######## block 1 ########
Figure 1. A small window of the routed layout (block 1).
Bar = 10 um. Window x 105 to 145, y 22 to 62 um. Cells in grey, sequential cells in the stronger grey; small squares are vias.
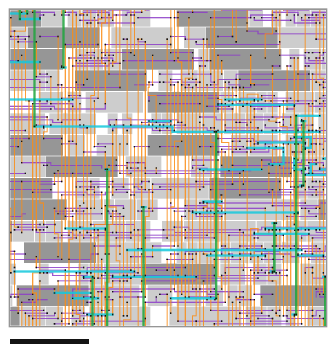

==> config.mk <==
export PLATFORM = sky130hd
export DESIGN_NAME = key_input_ctrl
export DESIGN_NICKNAME = d
export VERILOG_FILES = /design/src/rtl/key_pkg.sv /design/src/rtl/key_debounce_ch.sv /design/src/rtl/key_input_ctrl.sv
export SDC_FILE = /design/constraint.sdc
export NUM_CORES = 1
export LEC_CHECK = 0
export CORE_UTILIZATION = 57
export CTS_CLUSTER_DIAMETER = 60
export DETAILED_ROUTE_END_ITERATION = 10
export MAX_ROUTING_LAYER = met4
export PLACE_DENSITY = 0.8
export SYNTH_ARGS = -nofsm -noshare
export SYNTH_HDL_FRONTEND = slang
export SYNTH_SLANG_ARGS = --single-unit
==> constraint.sdc <==
create_clock -name clk -period 2.2 [get_ports clk]
set_input_delay 0.33 -clock clk [delete_from_list [all_inputs] [get_ports clk]]
set_output_delay 0.33 -clock clk [all_outputs]
set_load 0.01 [all_outputs]
==> src/rtl/key_pkg.sv <==
// Shared types and default timing constants for the pushbutton input controller.
package key_pkg;

    typedef enum logic [1:0] {
        RELEASED    = 2'd0,
        PRESS_CHK   = 2'd1,
        PRESSED     = 2'd2,
        RELEASE_CHK = 2'd3
    } key_state_t;

    // 20 ms debounce and 0.5 s auto-repeat at 50 MHz
    localparam int KEY_DEBOUNCE_50M = 1_000_000;
    localparam int KEY_HOLD_50M     = 25_000_000;

endpackage

==> src/rtl/key_debounce_ch.sv <==
// One key channel: 2-flop synchroniser, debounce FSM, hold/auto-repeat counter
// and registered level/press/release/hold outputs.
module key_debounce_ch
    import key_pkg::*;
#(
    parameter int DEBOUNCE_CYCLES = KEY_DEBOUNCE_50M,
    parameter int HOLD_CYCLES     = KEY_HOLD_50M,
    parameter int CNT_W           = 32
) (
    input  logic clk,
    input  logic rst_n,
    input  logic key_n,
    output logic key_level,
    output logic key_press,
    output logic key_release,
    output logic key_hold
);

    localparam logic [CNT_W-1:0] DB_LAST   = CNT_W'(DEBOUNCE_CYCLES - 1);
    localparam logic [CNT_W-1:0] HOLD_LAST = CNT_W'(HOLD_CYCLES - 1);
    localparam logic [CNT_W-1:0] CNT_ONE   = {{(CNT_W-1){1'b0}}, 1'b1};
    localparam logic [CNT_W-1:0] CNT_ZERO  = '0;

    logic [1:0]       sync_reg;
    key_state_t       state_reg, state_next;
    logic [CNT_W-1:0] dcnt_reg, dcnt_next;
    logic [CNT_W-1:0] hcnt_reg, hcnt_next;
    logic             level_reg, level_next;
    logic             press_reg, press_next;
    logic             release_reg, release_next;
    logic             hold_reg, hold_next;
    logic             p;

    // Synchroniser idles at 1 so a reset never looks like a press
    assign p = ~sync_reg[1];

    always_ff @(posedge clk or negedge rst_n) begin
        if (!rst_n) begin
            sync_reg    <= 2'b11;
            state_reg   <= RELEASED;
            dcnt_reg    <= CNT_ZERO;
            hcnt_reg    <= CNT_ZERO;
            level_reg   <= 1'b0;
            press_reg   <= 1'b0;
            release_reg <= 1'b0;
            hold_reg    <= 1'b0;
        end else begin
            sync_reg    <= {sync_reg[0], key_n};
            state_reg   <= state_next;
            dcnt_reg    <= dcnt_next;
            hcnt_reg    <= hcnt_next;
            level_reg   <= level_next;
            press_reg   <= press_next;
            release_reg <= release_next;
            hold_reg    <= hold_next;
        end
    end

    always_comb begin
        state_next   = state_reg;
        dcnt_next    = dcnt_reg;
        hcnt_next    = hcnt_reg;
        press_next   = 1'b0;
        release_next = 1'b0;
        hold_next    = 1'b0;

        case (state_reg)
            RELEASED: begin
                if (p) begin
                    state_next = PRESS_CHK;
                    dcnt_next  = CNT_ZERO;
                end
            end
            PRESS_CHK: begin
                if (!p) begin
                    state_next = RELEASED;
                end else if (dcnt_reg == DB_LAST) begin
                    state_next = PRESSED;
                    press_next = 1'b1;
                    hcnt_next  = CNT_ZERO;
                end else begin
                    dcnt_next = dcnt_reg + CNT_ONE;
                end
            end
            PRESSED: begin
                if (!p) begin
                    state_next = RELEASE_CHK;
                    dcnt_next  = CNT_ZERO;
                end else if (hcnt_reg == HOLD_LAST) begin
                    hold_next = 1'b1;
                    hcnt_next = CNT_ZERO;
                end else begin
                    hcnt_next = hcnt_reg + CNT_ONE;
                end
            end
            RELEASE_CHK: begin
                // hcnt stays frozen so a release bounce does not restart the repeat period
                if (p) begin
                    state_next = PRESSED;
                end else if (dcnt_reg == DB_LAST) begin
                    state_next   = RELEASED;
                    release_next = 1'b1;
                end else begin
                    dcnt_next = dcnt_reg + CNT_ONE;
                end
            end
            default: begin
                state_next = RELEASED;
            end
        endcase

        level_next = (state_next == PRESSED) || (state_next == RELEASE_CHK);
    end

    assign key_level   = level_reg;
    assign key_press   = press_reg;
    assign key_release = release_reg;
    assign key_hold    = hold_reg;

endmodule

==> src/rtl/key_input_ctrl.sv <==
// Debounced pushbutton controller: N_KEYS independent channels plus an
// any-press summary for the command logic.
module key_input_ctrl
    import key_pkg::*;
#(
    parameter int N_KEYS          = 4,
    parameter int DEBOUNCE_CYCLES = KEY_DEBOUNCE_50M,
    parameter int HOLD_CYCLES     = KEY_HOLD_50M,
    parameter int CNT_W           = 32
) (
    input  logic              clk,
    input  logic              rst_n,
    input  logic [N_KEYS-1:0] keys_n,
    output logic [N_KEYS-1:0] key_level,
    output logic [N_KEYS-1:0] key_press,
    output logic [N_KEYS-1:0] key_release,
    output logic [N_KEYS-1:0] key_hold,
    output logic              any_press
);

    genvar gi;
    generate
        for (gi = 0; gi < N_KEYS; gi++) begin : g_ch
            key_debounce_ch #(
                .DEBOUNCE_CYCLES (DEBOUNCE_CYCLES),
                .HOLD_CYCLES     (HOLD_CYCLES),
                .CNT_W           (CNT_W)
            ) u_ch (
                .clk         (clk),
                .rst_n       (rst_n),
                .key_n       (keys_n[gi]),
                .key_level   (key_level[gi]),
                .key_press   (key_press[gi]),
                .key_release (key_release[gi]),
                .key_hold    (key_hold[gi])
            );
        end
    endgenerate

    // OR of registered pulses, so still no path from keys_n
    assign any_press = |key_press;

endmodule
######## block 2 ########
File: src/rtl/div32_seq.sv
// Sequential unsigned restoring divider: one quotient bit per clock, results
// registered and held until the next accepted division completes.
module div32_seq #(
   parameter int WIDTH = 32
) (
   input  logic             clk,
   input  logic             rst,
   input  logic             start,
   input  logic [WIDTH-1:0] dividend,
   input  logic [WIDTH-1:0] divisor,
   output logic             busy,
   output logic             done,
   output logic [WIDTH-1:0] quotient,
   output logic [WIDTH-1:0] remainder,
   output logic             div_by_zero
);

   localparam int CW = (WIDTH > 1) ? $clog2(WIDTH) : 1;
   localparam logic [CW-1:0] LAST = CW'(WIDTH - 1);

   typedef enum logic [1:0] {
      IDLE = 2'd0,
      RUN  = 2'd1,
      DONE = 2'd2
   } state_t;

   state_t           state;
   logic [CW-1:0]    count;
   logic [WIDTH-1:0] dvd_q;   // captured dividend, stable until the next start
   logic [WIDTH-1:0] dvs_q;   // captured divisor, stable until the next start
   logic [WIDTH-1:0] work_q;  // dividend bits shifting out, quotient bits shifting in
   logic [WIDTH-1:0] rem_q;   // partial remainder

   logic [WIDTH:0]   shifted;
   logic             borrow;
   logic [WIDTH-1:0] diff;
   logic [WIDTH-1:0] rem_next;
   logic [WIDTH-1:0] work_next;

   // Trial subtraction on the (WIDTH+1)-bit shifted remainder. When the top
   // bit is set the value already exceeds any divisor, so no borrow.
   always_comb begin
      shifted   = {rem_q, work_q[WIDTH-1]};
      borrow    = ~shifted[WIDTH] & (shifted[WIDTH-1:0] < dvs_q);
      diff      = shifted[WIDTH-1:0] - dvs_q;
      rem_next  = borrow ? shifted[WIDTH-1:0] : diff;
      work_next = {work_q[WIDTH-2:0], ~borrow};
   end

   always_ff @(posedge clk or posedge rst) begin
      if (rst) begin
         state       <= IDLE;
         count       <= '0;
         dvd_q       <= '0;
         dvs_q       <= '0;
         work_q      <= '0;
         rem_q       <= '0;
         busy        <= 1'b0;
         done        <= 1'b0;
         quotient    <= '0;
         remainder   <= '0;
         div_by_zero <= 1'b0;
      end else begin
         done <= 1'b0;
         case (state)
            IDLE: begin
               if (start) begin
                  dvd_q       <= dividend;
                  dvs_q       <= divisor;
                  work_q      <= dividend;
                  rem_q       <= '0;
                  count       <= '0;
                  div_by_zero <= 1'b0;
                  busy        <= 1'b1;
                  state       <= RUN;
               end
            end
            RUN: begin
               // A zero divisor spends a single RUN cycle so its fixed
               // results reach the outputs one edge after acceptance.
               if (dvs_q == '0) begin
                  quotient    <= '1;
                  remainder   <= dvd_q;
                  div_by_zero <= 1'b1;
                  done        <= 1'b1;
                  state       <= DONE;
               end else begin
                  work_q <= work_next;
                  rem_q  <= rem_next;
                  count  <= count + 1'b1;
                  if (count == LAST) begin
                     quotient  <= work_next;
                     remainder <= rem_next;
                     done      <= 1'b1;
                     state     <= DONE;
                  end
               end
            end
            DONE: begin
               busy  <= 1'b0;
               state <= IDLE;
            end
            default: begin
               busy  <= 1'b0;
               state <= IDLE;
            end
         endcase
      end
   end

endmodule

File: config.mk
export PLATFORM = sky130hd
export DESIGN_NAME = div32_seq
export DESIGN_NICKNAME = d
export VERILOG_FILES = /design/src/rtl/div32_seq.sv
export SDC_FILE = /design/constraint.sdc
export NUM_CORES = 1
export LEC_CHECK = 0
export CAP_MARGIN = 25
export CORE_ASPECT_RATIO = 0.5
export CORE_MARGIN = 1
export CORE_UTILIZATION = 45
export CTS_CLUSTER_DIAMETER = 80
export DETAILED_ROUTE_END_ITERATION = 8
export PLACE_DENSITY = 0.8
export RECOVER_POWER = 50
export SLEW_MARGIN = 25
export SYNTH_ARGS = -nofsm -noshare
export SYNTH_HDL_FRONTEND = slang
export SYNTH_SLANG_ARGS = --single-unit
File: constraint.sdc
create_clock -name clk -period 6.85 [get_ports clk]
set_input_delay 1.37 -clock clk [delete_from_list [all_inputs] [get_ports clk]]
set_output_delay 1.37 -clock clk [all_outputs]
set_load 0.1 [all_outputs]
Figure 2. Selected gate families (block 2).
Bar = 50 um.
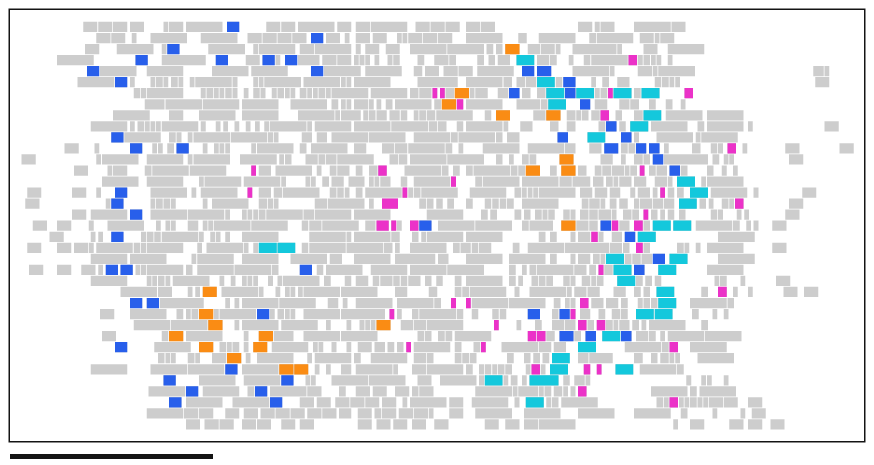
family	colour	cells	most used
AND-OR and OR-AND gates	blue	55	o22a_1
adder and majority cells	cyan	35	ha_1
NOR gates	magenta	45	nor2_1
multiplexers	orange	20	mux2i_1

==> impl_metrics.ini, block 2 <==
; generated from flow reports
[final_timing]
finalMaxSlewViolations = 171

[synthesis]
ys_types = 57
ys_sh_simple_pct = 16.1

[status]
violations = max-capacitance violations, max-slew violations
status = finished with violations

[run]
max_cap_viol_count = 4

[finish]
signal_buffers = 148

[route]
routed_wirelength_um = 27600
top_layer = met4

[cts]
ctsHoldBuffers = 0
cts_resized = 0

[worst_setup_path]
cp_cell_sequence = nor4_1 > nand4_1 > nor2_1 > clkbuf_1 > o21ai_2 > inv_1 > clkbuf_1 > o22ai_1 > a21oi_1

[global_route]
grt_max_degree = 203
==> block 2: cell families (layout without fill, tap and decap cells) <==
family / Yosys count / in the layout
AOI/OAI and AO/OA: 296 / 296
xor gates and xnor gates: 27 / 27
adders and majority gates: 35 / 35
buffers and inverters: 102 / 223
DFF: 202 / 202
muxes: 20 / 20
and+or+nand+nor: 364 / 364
Figure 3. M3 wires (block 1).
Bar = 50 um.
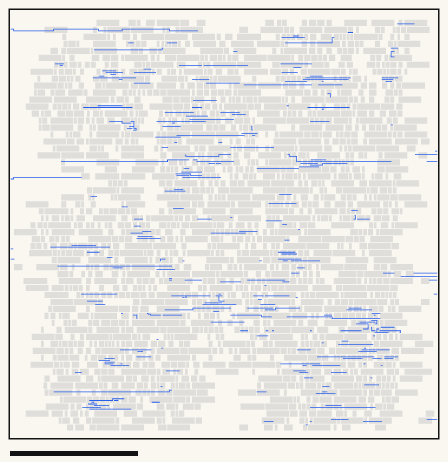
share of all routed wire	4.8%
wire length on this layer	1810 um
longest straight run	44.9 um

Notes on Figure 1 above:
layer	colour
metal 2	orange
metal 3	cyan
metal 4	green
metal 1	purple
sequential cells in the window	20
netlist names of flops here include	g_ch.u_ch.dcnt_reg (11), g_ch.u_ch.hcnt_reg (5), g_ch.u_ch.key_press (2)
most frequent	dfrtp_1 (20), buf_4 (13), nor2_1 (10)
cells with their middle in the window	142

==> impl_metrics.ini, block 1 <==
; generated from flow reports
[floorplanning]
rows = 59

[finish]
largest_class = combinational gates
fill_cells = 1888

[synthesis]
syn_avg_cell_area_um2 = 8.93
synth_chip_area_mm2 = 0.0155
ys_types = 72

[hold_path]
min_from = keys_n[2]

[status]
status = finished with violations
violations = negative setup slack

[final_timing]
finalWorstSetupSlack_ps = -83.9
finalMaxSlewViolations = 0
slew_headroom_pct = 45.4
setup_viol_count_final = 2
fin_crit_ps = 2280

[cts]
cts-root-buf = clkbuf_16

[global_route]
grt_pass1_vias = 13400

[worst_setup_path]
r2r_setup_slack_ps = -80
[block 1: worst max-delay path, cell delays in order, from the launching register on]
cell     delay [ps]
dfrtp_1         420
nor4b_2         380
nand4_1         210
nor4_4          430
buf_4           190
nor3_1           50
o21ai_0         260
o21ai_0         190

==> screenshots <==
Routing congestion.
picture 1
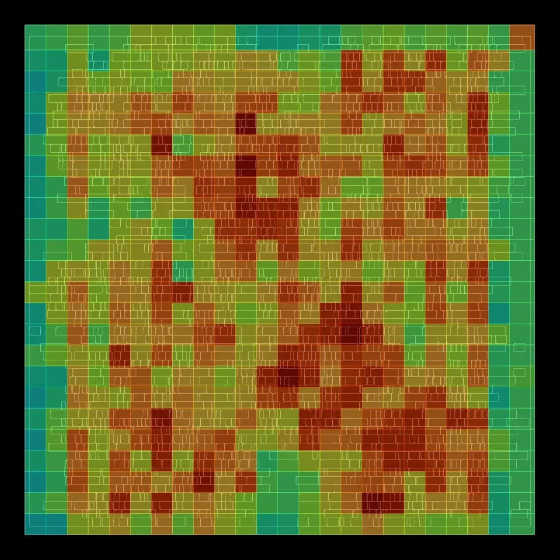
picture 2
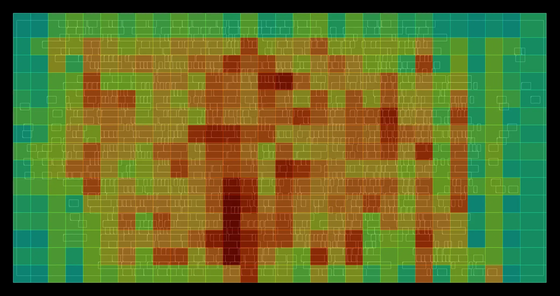
The one with the highest utilization is picture 1.
| picture | from |
|---|---|
| picture 1 | block 1 |
| picture 2 | block 2 |


######## block 3 ########
<file path="config.mk">
export PLATFORM = sky130hd
export DESIGN_NAME = lipsi_ctrl_flat
export DESIGN_NICKNAME = d
export VERILOG_FILES = /design/src/rtl/lipsi_ctrl_if.sv /design/src/rtl/lipsi_ctrl.sv /design/src/flat_wrapper.sv
export SDC_FILE = /design/constraint.sdc
export NUM_CORES = 1
export LEC_CHECK = 0
export CORE_ASPECT_RATIO = 0.75
export CORE_MARGIN = 1.5
export CORE_UTILIZATION = 45
export DETAILED_ROUTE_END_ITERATION = 12
export GPL_TIMING_DRIVEN = 0
export HOLD_SLACK_MARGIN = 0.06
export PLACE_DENSITY = 0.8
export SYNTH_ARGS = -nofsm -noshare
export SYNTH_HDL_FRONTEND = slang
export SYNTH_SLANG_ARGS = --single-unit
export TNS_END_PERCENT = 5
</file>
<file path="constraint.sdc">
create_clock -name i_clk -period 2.2 [get_ports i_clk]
set_clock_uncertainty 0.1 [all_clocks]
set_input_delay 0.44 -clock i_clk [delete_from_list [all_inputs] [get_ports i_clk]]
set_output_delay 0.44 -clock i_clk [all_outputs]
set_load 0.05 [all_outputs]
</file>
<file path="src/rtl/lipsi_ctrl_if.sv">
// Handshake/bus bundle between the Lipsi control FSM (master) and its datapath
// and memories (slave).
interface lipsi_ctrl_if #(
    parameter int PC_W = 8
);
    logic            start;
    logic [PC_W-1:0] pmem_addr;
    logic [7:0]      pmem_rdata;
    logic [7:0]      dmem_addr;
    logic            dmem_re;
    logic            dmem_we;
    logic [7:0]      dmem_rdata;
    logic            acc_zero;
    logic            carry;
    logic [7:0]      imm;
    logic [2:0]      alu_op;
    logic [1:0]      acc_sel;
    logic            acc_we;
    logic            carry_we;
    logic            busy;
    logic            halted;
    logic            illegal;

    modport master (
        input  start, pmem_rdata, dmem_rdata, acc_zero, carry,
        output pmem_addr, dmem_addr, dmem_re, dmem_we, imm, alu_op,
               acc_sel, acc_we, carry_we, busy, halted, illegal
    );

    modport slave (
        output start, pmem_rdata, dmem_rdata, acc_zero, carry,
        input  pmem_addr, dmem_addr, dmem_re, dmem_we, imm, alu_op,
               acc_sel, acc_we, carry_we, busy, halted, illegal
    );
endinterface

</file>
<file path="src/rtl/lipsi_ctrl.sv">
// Multicycle fetch/decode/execute controller for the 8-bit Lipsi accumulator datapath.
// Optional build macro LIPSI_CTRL_ILLEGAL_TRAP_EN: undefined opcodes halt and set illegal.
module lipsi_ctrl #(
    parameter int          PC_W     = 8,
    parameter logic [7:0]  REG_BASE = 8'h00
) (
    input  logic          i_clk,
    input  logic          i_reset,
    lipsi_ctrl_if.master  bus
);

    typedef enum logic [2:0] {
        S_IDLE   = 3'd0,
        S_FETCH  = 3'd1,
        S_DECODE = 3'd2,
        S_OPND   = 3'd3,
        S_INDIR  = 3'd4,
        S_EXEC   = 3'd5,
        S_HALT   = 3'd6
    } state_t;

    typedef enum logic [2:0] {
        OP_ALU_REG,
        OP_ST,
        OP_LDIND,
        OP_ALU_IMM,
        OP_BRANCH,
        OP_EXIT,
        OP_UNDEF
    } op_class_t;

    function automatic op_class_t f_decode(input logic [7:0] op);
        if (!op[7])                 return OP_ALU_REG;
        if (op[7:4] == 4'b1000)     return OP_ST;
        if (op[7:4] == 4'b1010)     return OP_LDIND;
        if (op[7:3] == 5'b11000)    return OP_ALU_IMM;
        if (op[7:2] == 6'b110100)   return OP_BRANCH;
        if (op == 8'hFF)            return OP_EXIT;
        return OP_UNDEF;
    endfunction

    function automatic logic f_taken(input logic [1:0] cc, input logic z, input logic c);
        case (cc)
            2'b00:   return 1'b1;
            2'b01:   return z;
            2'b10:   return !z;
            default: return c;
        endcase
    endfunction

    state_t          r_state;
    logic [PC_W-1:0] r_pc;
    logic [7:0]      r_ir;
    logic [7:0]      r_imm;

    op_class_t       w_dec_class;
    op_class_t       w_ir_class;
    logic [PC_W-1:0] w_pc_inc;
    logic [7:0]      w_reg_addr;
    logic [7:0]      w_dmem_addr;
    logic            w_dmem_re;
    logic            w_dmem_we;
    logic [1:0]      w_acc_sel;
    logic [2:0]      w_alu_op;

    // DECODE looks at the byte arriving from program memory; later states use the latched ir.
    assign w_dec_class = f_decode(bus.pmem_rdata);
    assign w_ir_class  = f_decode(r_ir);
    assign w_pc_inc    = r_pc + PC_W'(1);
    assign w_reg_addr  = REG_BASE | {4'h0, bus.pmem_rdata[3:0]};

`ifdef LIPSI_CTRL_ILLEGAL_TRAP_EN
    logic r_illegal;
`endif

    // NOTE: every state-holding assignment here is non-blocking so all registers
    // update together from pre-edge values, whatever order the statements are in.
    always_ff @(posedge i_clk) begin
        if (i_reset) begin
            r_state <= S_IDLE;
            r_pc    <= '0;
            r_ir    <= '0;
            r_imm   <= '0;
`ifdef LIPSI_CTRL_ILLEGAL_TRAP_EN
            r_illegal <= 1'b0;
`endif
        end else begin
            case (r_state)
                S_IDLE: begin
                    if (bus.start) begin
                        r_pc    <= '0;
                        r_state <= S_FETCH;
                    end
                end
                S_FETCH: begin
                    r_pc    <= w_pc_inc;
                    r_state <= S_DECODE;
                end
                S_DECODE: begin
                    r_ir <= bus.pmem_rdata;
                    case (w_dec_class)
                        OP_ALU_REG:             r_state <= S_EXEC;
                        OP_ST:                  r_state <= S_FETCH;
                        OP_LDIND:               r_state <= S_INDIR;
                        OP_ALU_IMM, OP_BRANCH:  r_state <= S_OPND;
                        OP_EXIT:                r_state <= S_HALT;
                        default: begin
`ifdef LIPSI_CTRL_ILLEGAL_TRAP_EN
                            r_state   <= S_HALT;
                            r_illegal <= 1'b1;
`else
                            r_state <= S_FETCH;
`endif
                        end
                    endcase
                end
                S_OPND: begin
                    r_imm <= bus.pmem_rdata;
                    if (w_ir_class == OP_BRANCH) begin
                        // A taken branch replaces the increment past the operand byte.
                        if (f_taken(r_ir[1:0], bus.acc_zero, bus.carry))
                            r_pc <= PC_W'(bus.pmem_rdata);
                        else
                            r_pc <= w_pc_inc;
                        r_state <= S_FETCH;
                    end else begin
                        r_pc    <= w_pc_inc;
                        r_state <= S_EXEC;
                    end
                end
                S_INDIR: r_state <= S_EXEC;
                S_EXEC:  r_state <= S_FETCH;
                S_HALT:  r_state <= S_HALT;
                default: r_state <= S_IDLE;
            endcase
        end
    end

    // NOTE: every output of this block gets a default first, so no path can infer a latch.
    always_comb begin
        w_dmem_addr = '0;
        w_dmem_re   = 1'b0;
        w_dmem_we   = 1'b0;
        case (r_state)
            S_DECODE: begin
                case (w_dec_class)
                    OP_ALU_REG, OP_LDIND: begin
                        w_dmem_addr = w_reg_addr;
                        w_dmem_re   = 1'b1;
                    end
                    OP_ST: begin
                        w_dmem_addr = w_reg_addr;
                        w_dmem_we   = 1'b1;
                    end
                    default: ;
                endcase
            end
            S_INDIR: begin
                w_dmem_addr = bus.dmem_rdata;
                w_dmem_re   = 1'b1;
            end
            default: ;
        endcase
    end

    always_comb begin
        w_acc_sel = 2'b00;
        if (r_state == S_EXEC && w_ir_class != OP_LDIND)
            w_acc_sel = 2'b10;
    end

    always_comb begin
        w_alu_op = 3'd0;
        if (w_ir_class == OP_ALU_REG)
            w_alu_op = r_ir[6:4];
        else if (w_ir_class == OP_ALU_IMM)
            w_alu_op = r_ir[2:0];
    end

    assign bus.pmem_addr = r_pc;
    assign bus.dmem_addr = w_dmem_addr;
    assign bus.dmem_re   = w_dmem_re;
    assign bus.dmem_we   = w_dmem_we;
    assign bus.imm       = r_imm;
    assign bus.alu_op    = w_alu_op;
    assign bus.acc_sel   = w_acc_sel;
    assign bus.acc_we    = (r_state == S_EXEC);
    assign bus.carry_we  = (r_state == S_EXEC) && (w_acc_sel == 2'b10);
    assign bus.busy      = (r_state != S_IDLE) && (r_state != S_HALT);
    assign bus.halted    = (r_state == S_HALT);
`ifdef LIPSI_CTRL_ILLEGAL_TRAP_EN
    assign bus.illegal   = r_illegal;
`else
    assign bus.illegal   = 1'b0;
`endif

endmodule

</file>
<file path="src/flat_wrapper.sv">
// flat-port wrapper written by rule: the top's interface ports become plain ports
module lipsi_ctrl_flat 
#(
    parameter int          PC_W     = 8,
    parameter logic [7:0]  REG_BASE = 8'h00
)
  (i_clk, i_reset, bus_start, bus_pmem_rdata, bus_dmem_rdata, bus_acc_zero, bus_carry, bus_pmem_addr, bus_dmem_addr, bus_dmem_re, bus_dmem_we, bus_imm, bus_alu_op, bus_acc_sel, bus_acc_we, bus_carry_we, bus_busy, bus_halted, bus_illegal);
  lipsi_ctrl_if #(.PC_W(PC_W)) bus_i ();
  input  logic i_clk;
  input  logic i_reset;
  input wire logic [$bits(bus_i.start)-1:0] bus_start;
  input wire logic [$bits(bus_i.pmem_rdata)-1:0] bus_pmem_rdata;
  input wire logic [$bits(bus_i.dmem_rdata)-1:0] bus_dmem_rdata;
  input wire logic [$bits(bus_i.acc_zero)-1:0] bus_acc_zero;
  input wire logic [$bits(bus_i.carry)-1:0] bus_carry;
  output wire logic [$bits(bus_i.pmem_addr)-1:0] bus_pmem_addr;
  output wire logic [$bits(bus_i.dmem_addr)-1:0] bus_dmem_addr;
  output wire logic [$bits(bus_i.dmem_re)-1:0] bus_dmem_re;
  output wire logic [$bits(bus_i.dmem_we)-1:0] bus_dmem_we;
  output wire logic [$bits(bus_i.imm)-1:0] bus_imm;
  output wire logic [$bits(bus_i.alu_op)-1:0] bus_alu_op;
  output wire logic [$bits(bus_i.acc_sel)-1:0] bus_acc_sel;
  output wire logic [$bits(bus_i.acc_we)-1:0] bus_acc_we;
  output wire logic [$bits(bus_i.carry_we)-1:0] bus_carry_we;
  output wire logic [$bits(bus_i.busy)-1:0] bus_busy;
  output wire logic [$bits(bus_i.halted)-1:0] bus_halted;
  output wire logic [$bits(bus_i.illegal)-1:0] bus_illegal;
  assign bus_i.start = bus_start;
  assign bus_i.pmem_rdata = bus_pmem_rdata;
  assign bus_i.dmem_rdata = bus_dmem_rdata;
  assign bus_i.acc_zero = bus_acc_zero;
  assign bus_i.carry = bus_carry;
  assign bus_pmem_addr = bus_i.pmem_addr;
  assign bus_dmem_addr = bus_i.dmem_addr;
  assign bus_dmem_re = bus_i.dmem_re;
  assign bus_dmem_we = bus_i.dmem_we;
  assign bus_imm = bus_i.imm;
  assign bus_alu_op = bus_i.alu_op;
  assign bus_acc_sel = bus_i.acc_sel;
  assign bus_acc_we = bus_i.acc_we;
  assign bus_carry_we = bus_i.carry_we;
  assign bus_busy = bus_i.busy;
  assign bus_halted = bus_i.halted;
  assign bus_illegal = bus_i.illegal;
  lipsi_ctrl #(.PC_W(PC_W), .REG_BASE(REG_BASE)) u_core (.i_clk(i_clk), .i_reset(i_reset), .bus(bus_i));
endmodule
</file>
Figure 4. Floorplan with the power grid (block 3).
Pins as bars on the die edge.
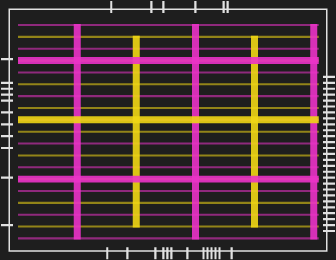
net	colour
VSS	magenta
VDD	yellow
met1 rails	19
signal pins	57
rows	18

Figure 5. Routing congestion (block 3).
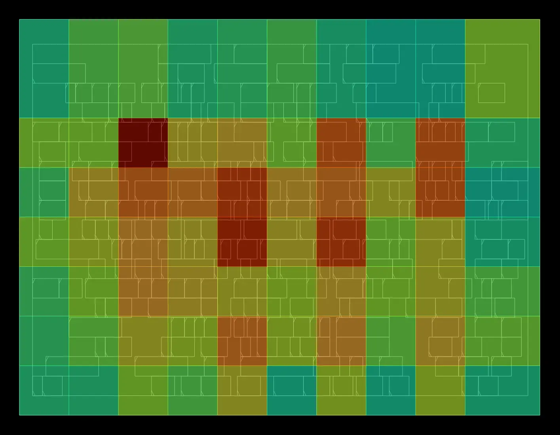
post-layout util: 67.1%
Top Usage Layer GRT: met2
met1 Use GR: 34.1%
met3 usage: 4.53%
WL/cell: 15.1 um

==> impl_metrics.ini <==
; generated from flow reports
[worst_setup_path]
crit_buf_inv = 2
cp_num_cells = 5
reg2reg_depth = 5
critPathLaunch = u_core.r_state[0]$_SDFFE_PP0P_

[power]
power-top-group = registers
power_density_mw_per_mm2 = 549

[global_route]
grt_pass1_wl_um = 7100
antenna_found_initial = 0

[hold_path]
min_from = u_core.bus.imm[1]$_SDFFE_PP0N_

[floorplanning]
tapCellCount = 40
fp.dieW_um = 72.5

[finish]
layout_top_cells = 30 x clkdlybuf4s50_1, 29 x nand2_1, 26 x dfxtp_1
logic_gate_count = 158
clkCellAreaFrac_pct = 1.99
lay_top_count = clkdlybuf4s50_1

[synthesis]
flop_cell = dfxtp_1
top_logic_kind = AND-OR/OR-AND gates
synthAoiAreaFrac_pct = 26.8
top_area_cell = dfxtp_1

[status]
status = completed

[cts]
cts_buffers = 3
cts-root-buf = clkbuf_8

[route]
initialDrtViolationCount = 101

[place]
gp_congestion = 0.880
Figure 6. Selected gate families (block 3).
Bar = 20 um.
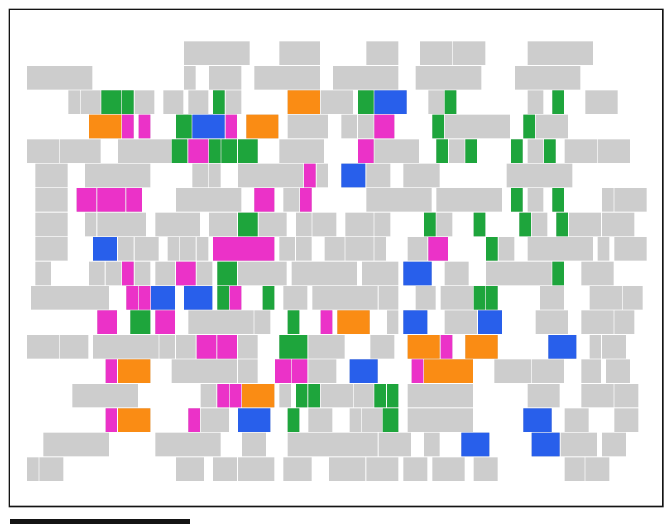
family	colour	cells
NOR gates	magenta	33
multiplexers	orange	10
AND-OR and OR-AND gates	blue	15
NAND gates	green	40

[repair_timing]
action | in CTS | in global routing
hold buffers | 0 | 0
setup buffers | 1 | 0
setup endpoints to repair | 18 | 18
resized | 92 | 11
pin swaps | 1 | 1
[through the flow]
stage | worst slack, ps | instances | hold slack [ps] | total power (uW) | cell area [um^2]
finish | 5.85 | 304 | 358 | 1240 | 2270
global route | -64.2 | 304 | 374 | 1300 | 2270
CTS | -4.29 | 304 | 360 | 1250 | 2260
detailed placement | -753 | 299 | 347 | 958 | 2210
global placement | -776 | 299 | 344 | 955 | 2210
floorplan | -82.7 | 207 | 374 | 821 | 1640


==> screenshots <==
M1 wires.
panel A
Bar = 20 um. Supply wires on this layer in grey.
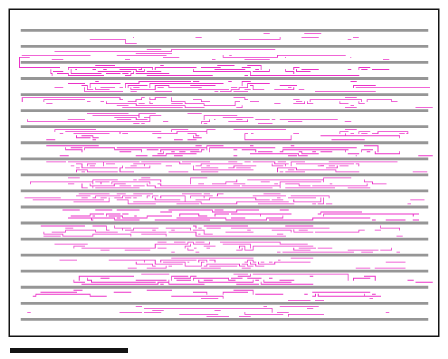
panel B
Bar = 50 um. Supply wires on this layer in grey.
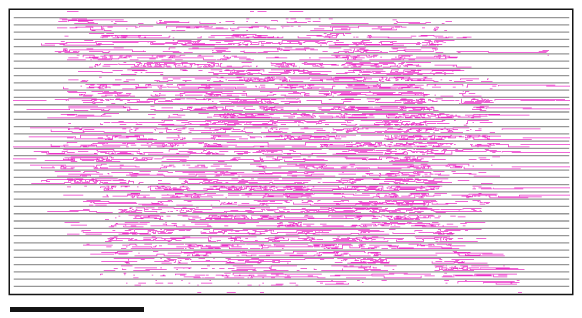
panel C
Bar = 50 um. Supply wires on this layer in grey.
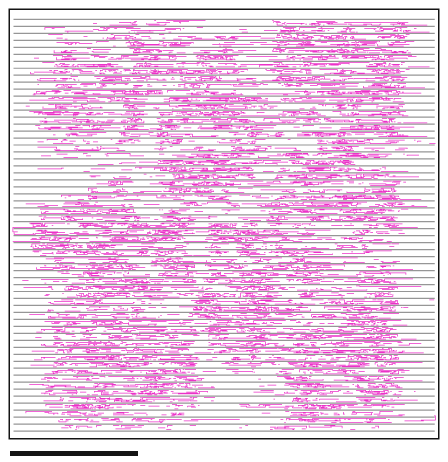
panel A -> block 3
panel C -> block 1
panel B -> block 2
- smallest die: panel A
- largest die: panel C

Key to panel C:
main direction	horizontal
wire length on this layer	16200 um
share of all routed wire	43%
nets with wire on the layer	1753

No activity file was given, so power comes from the tool's default toggle rates.
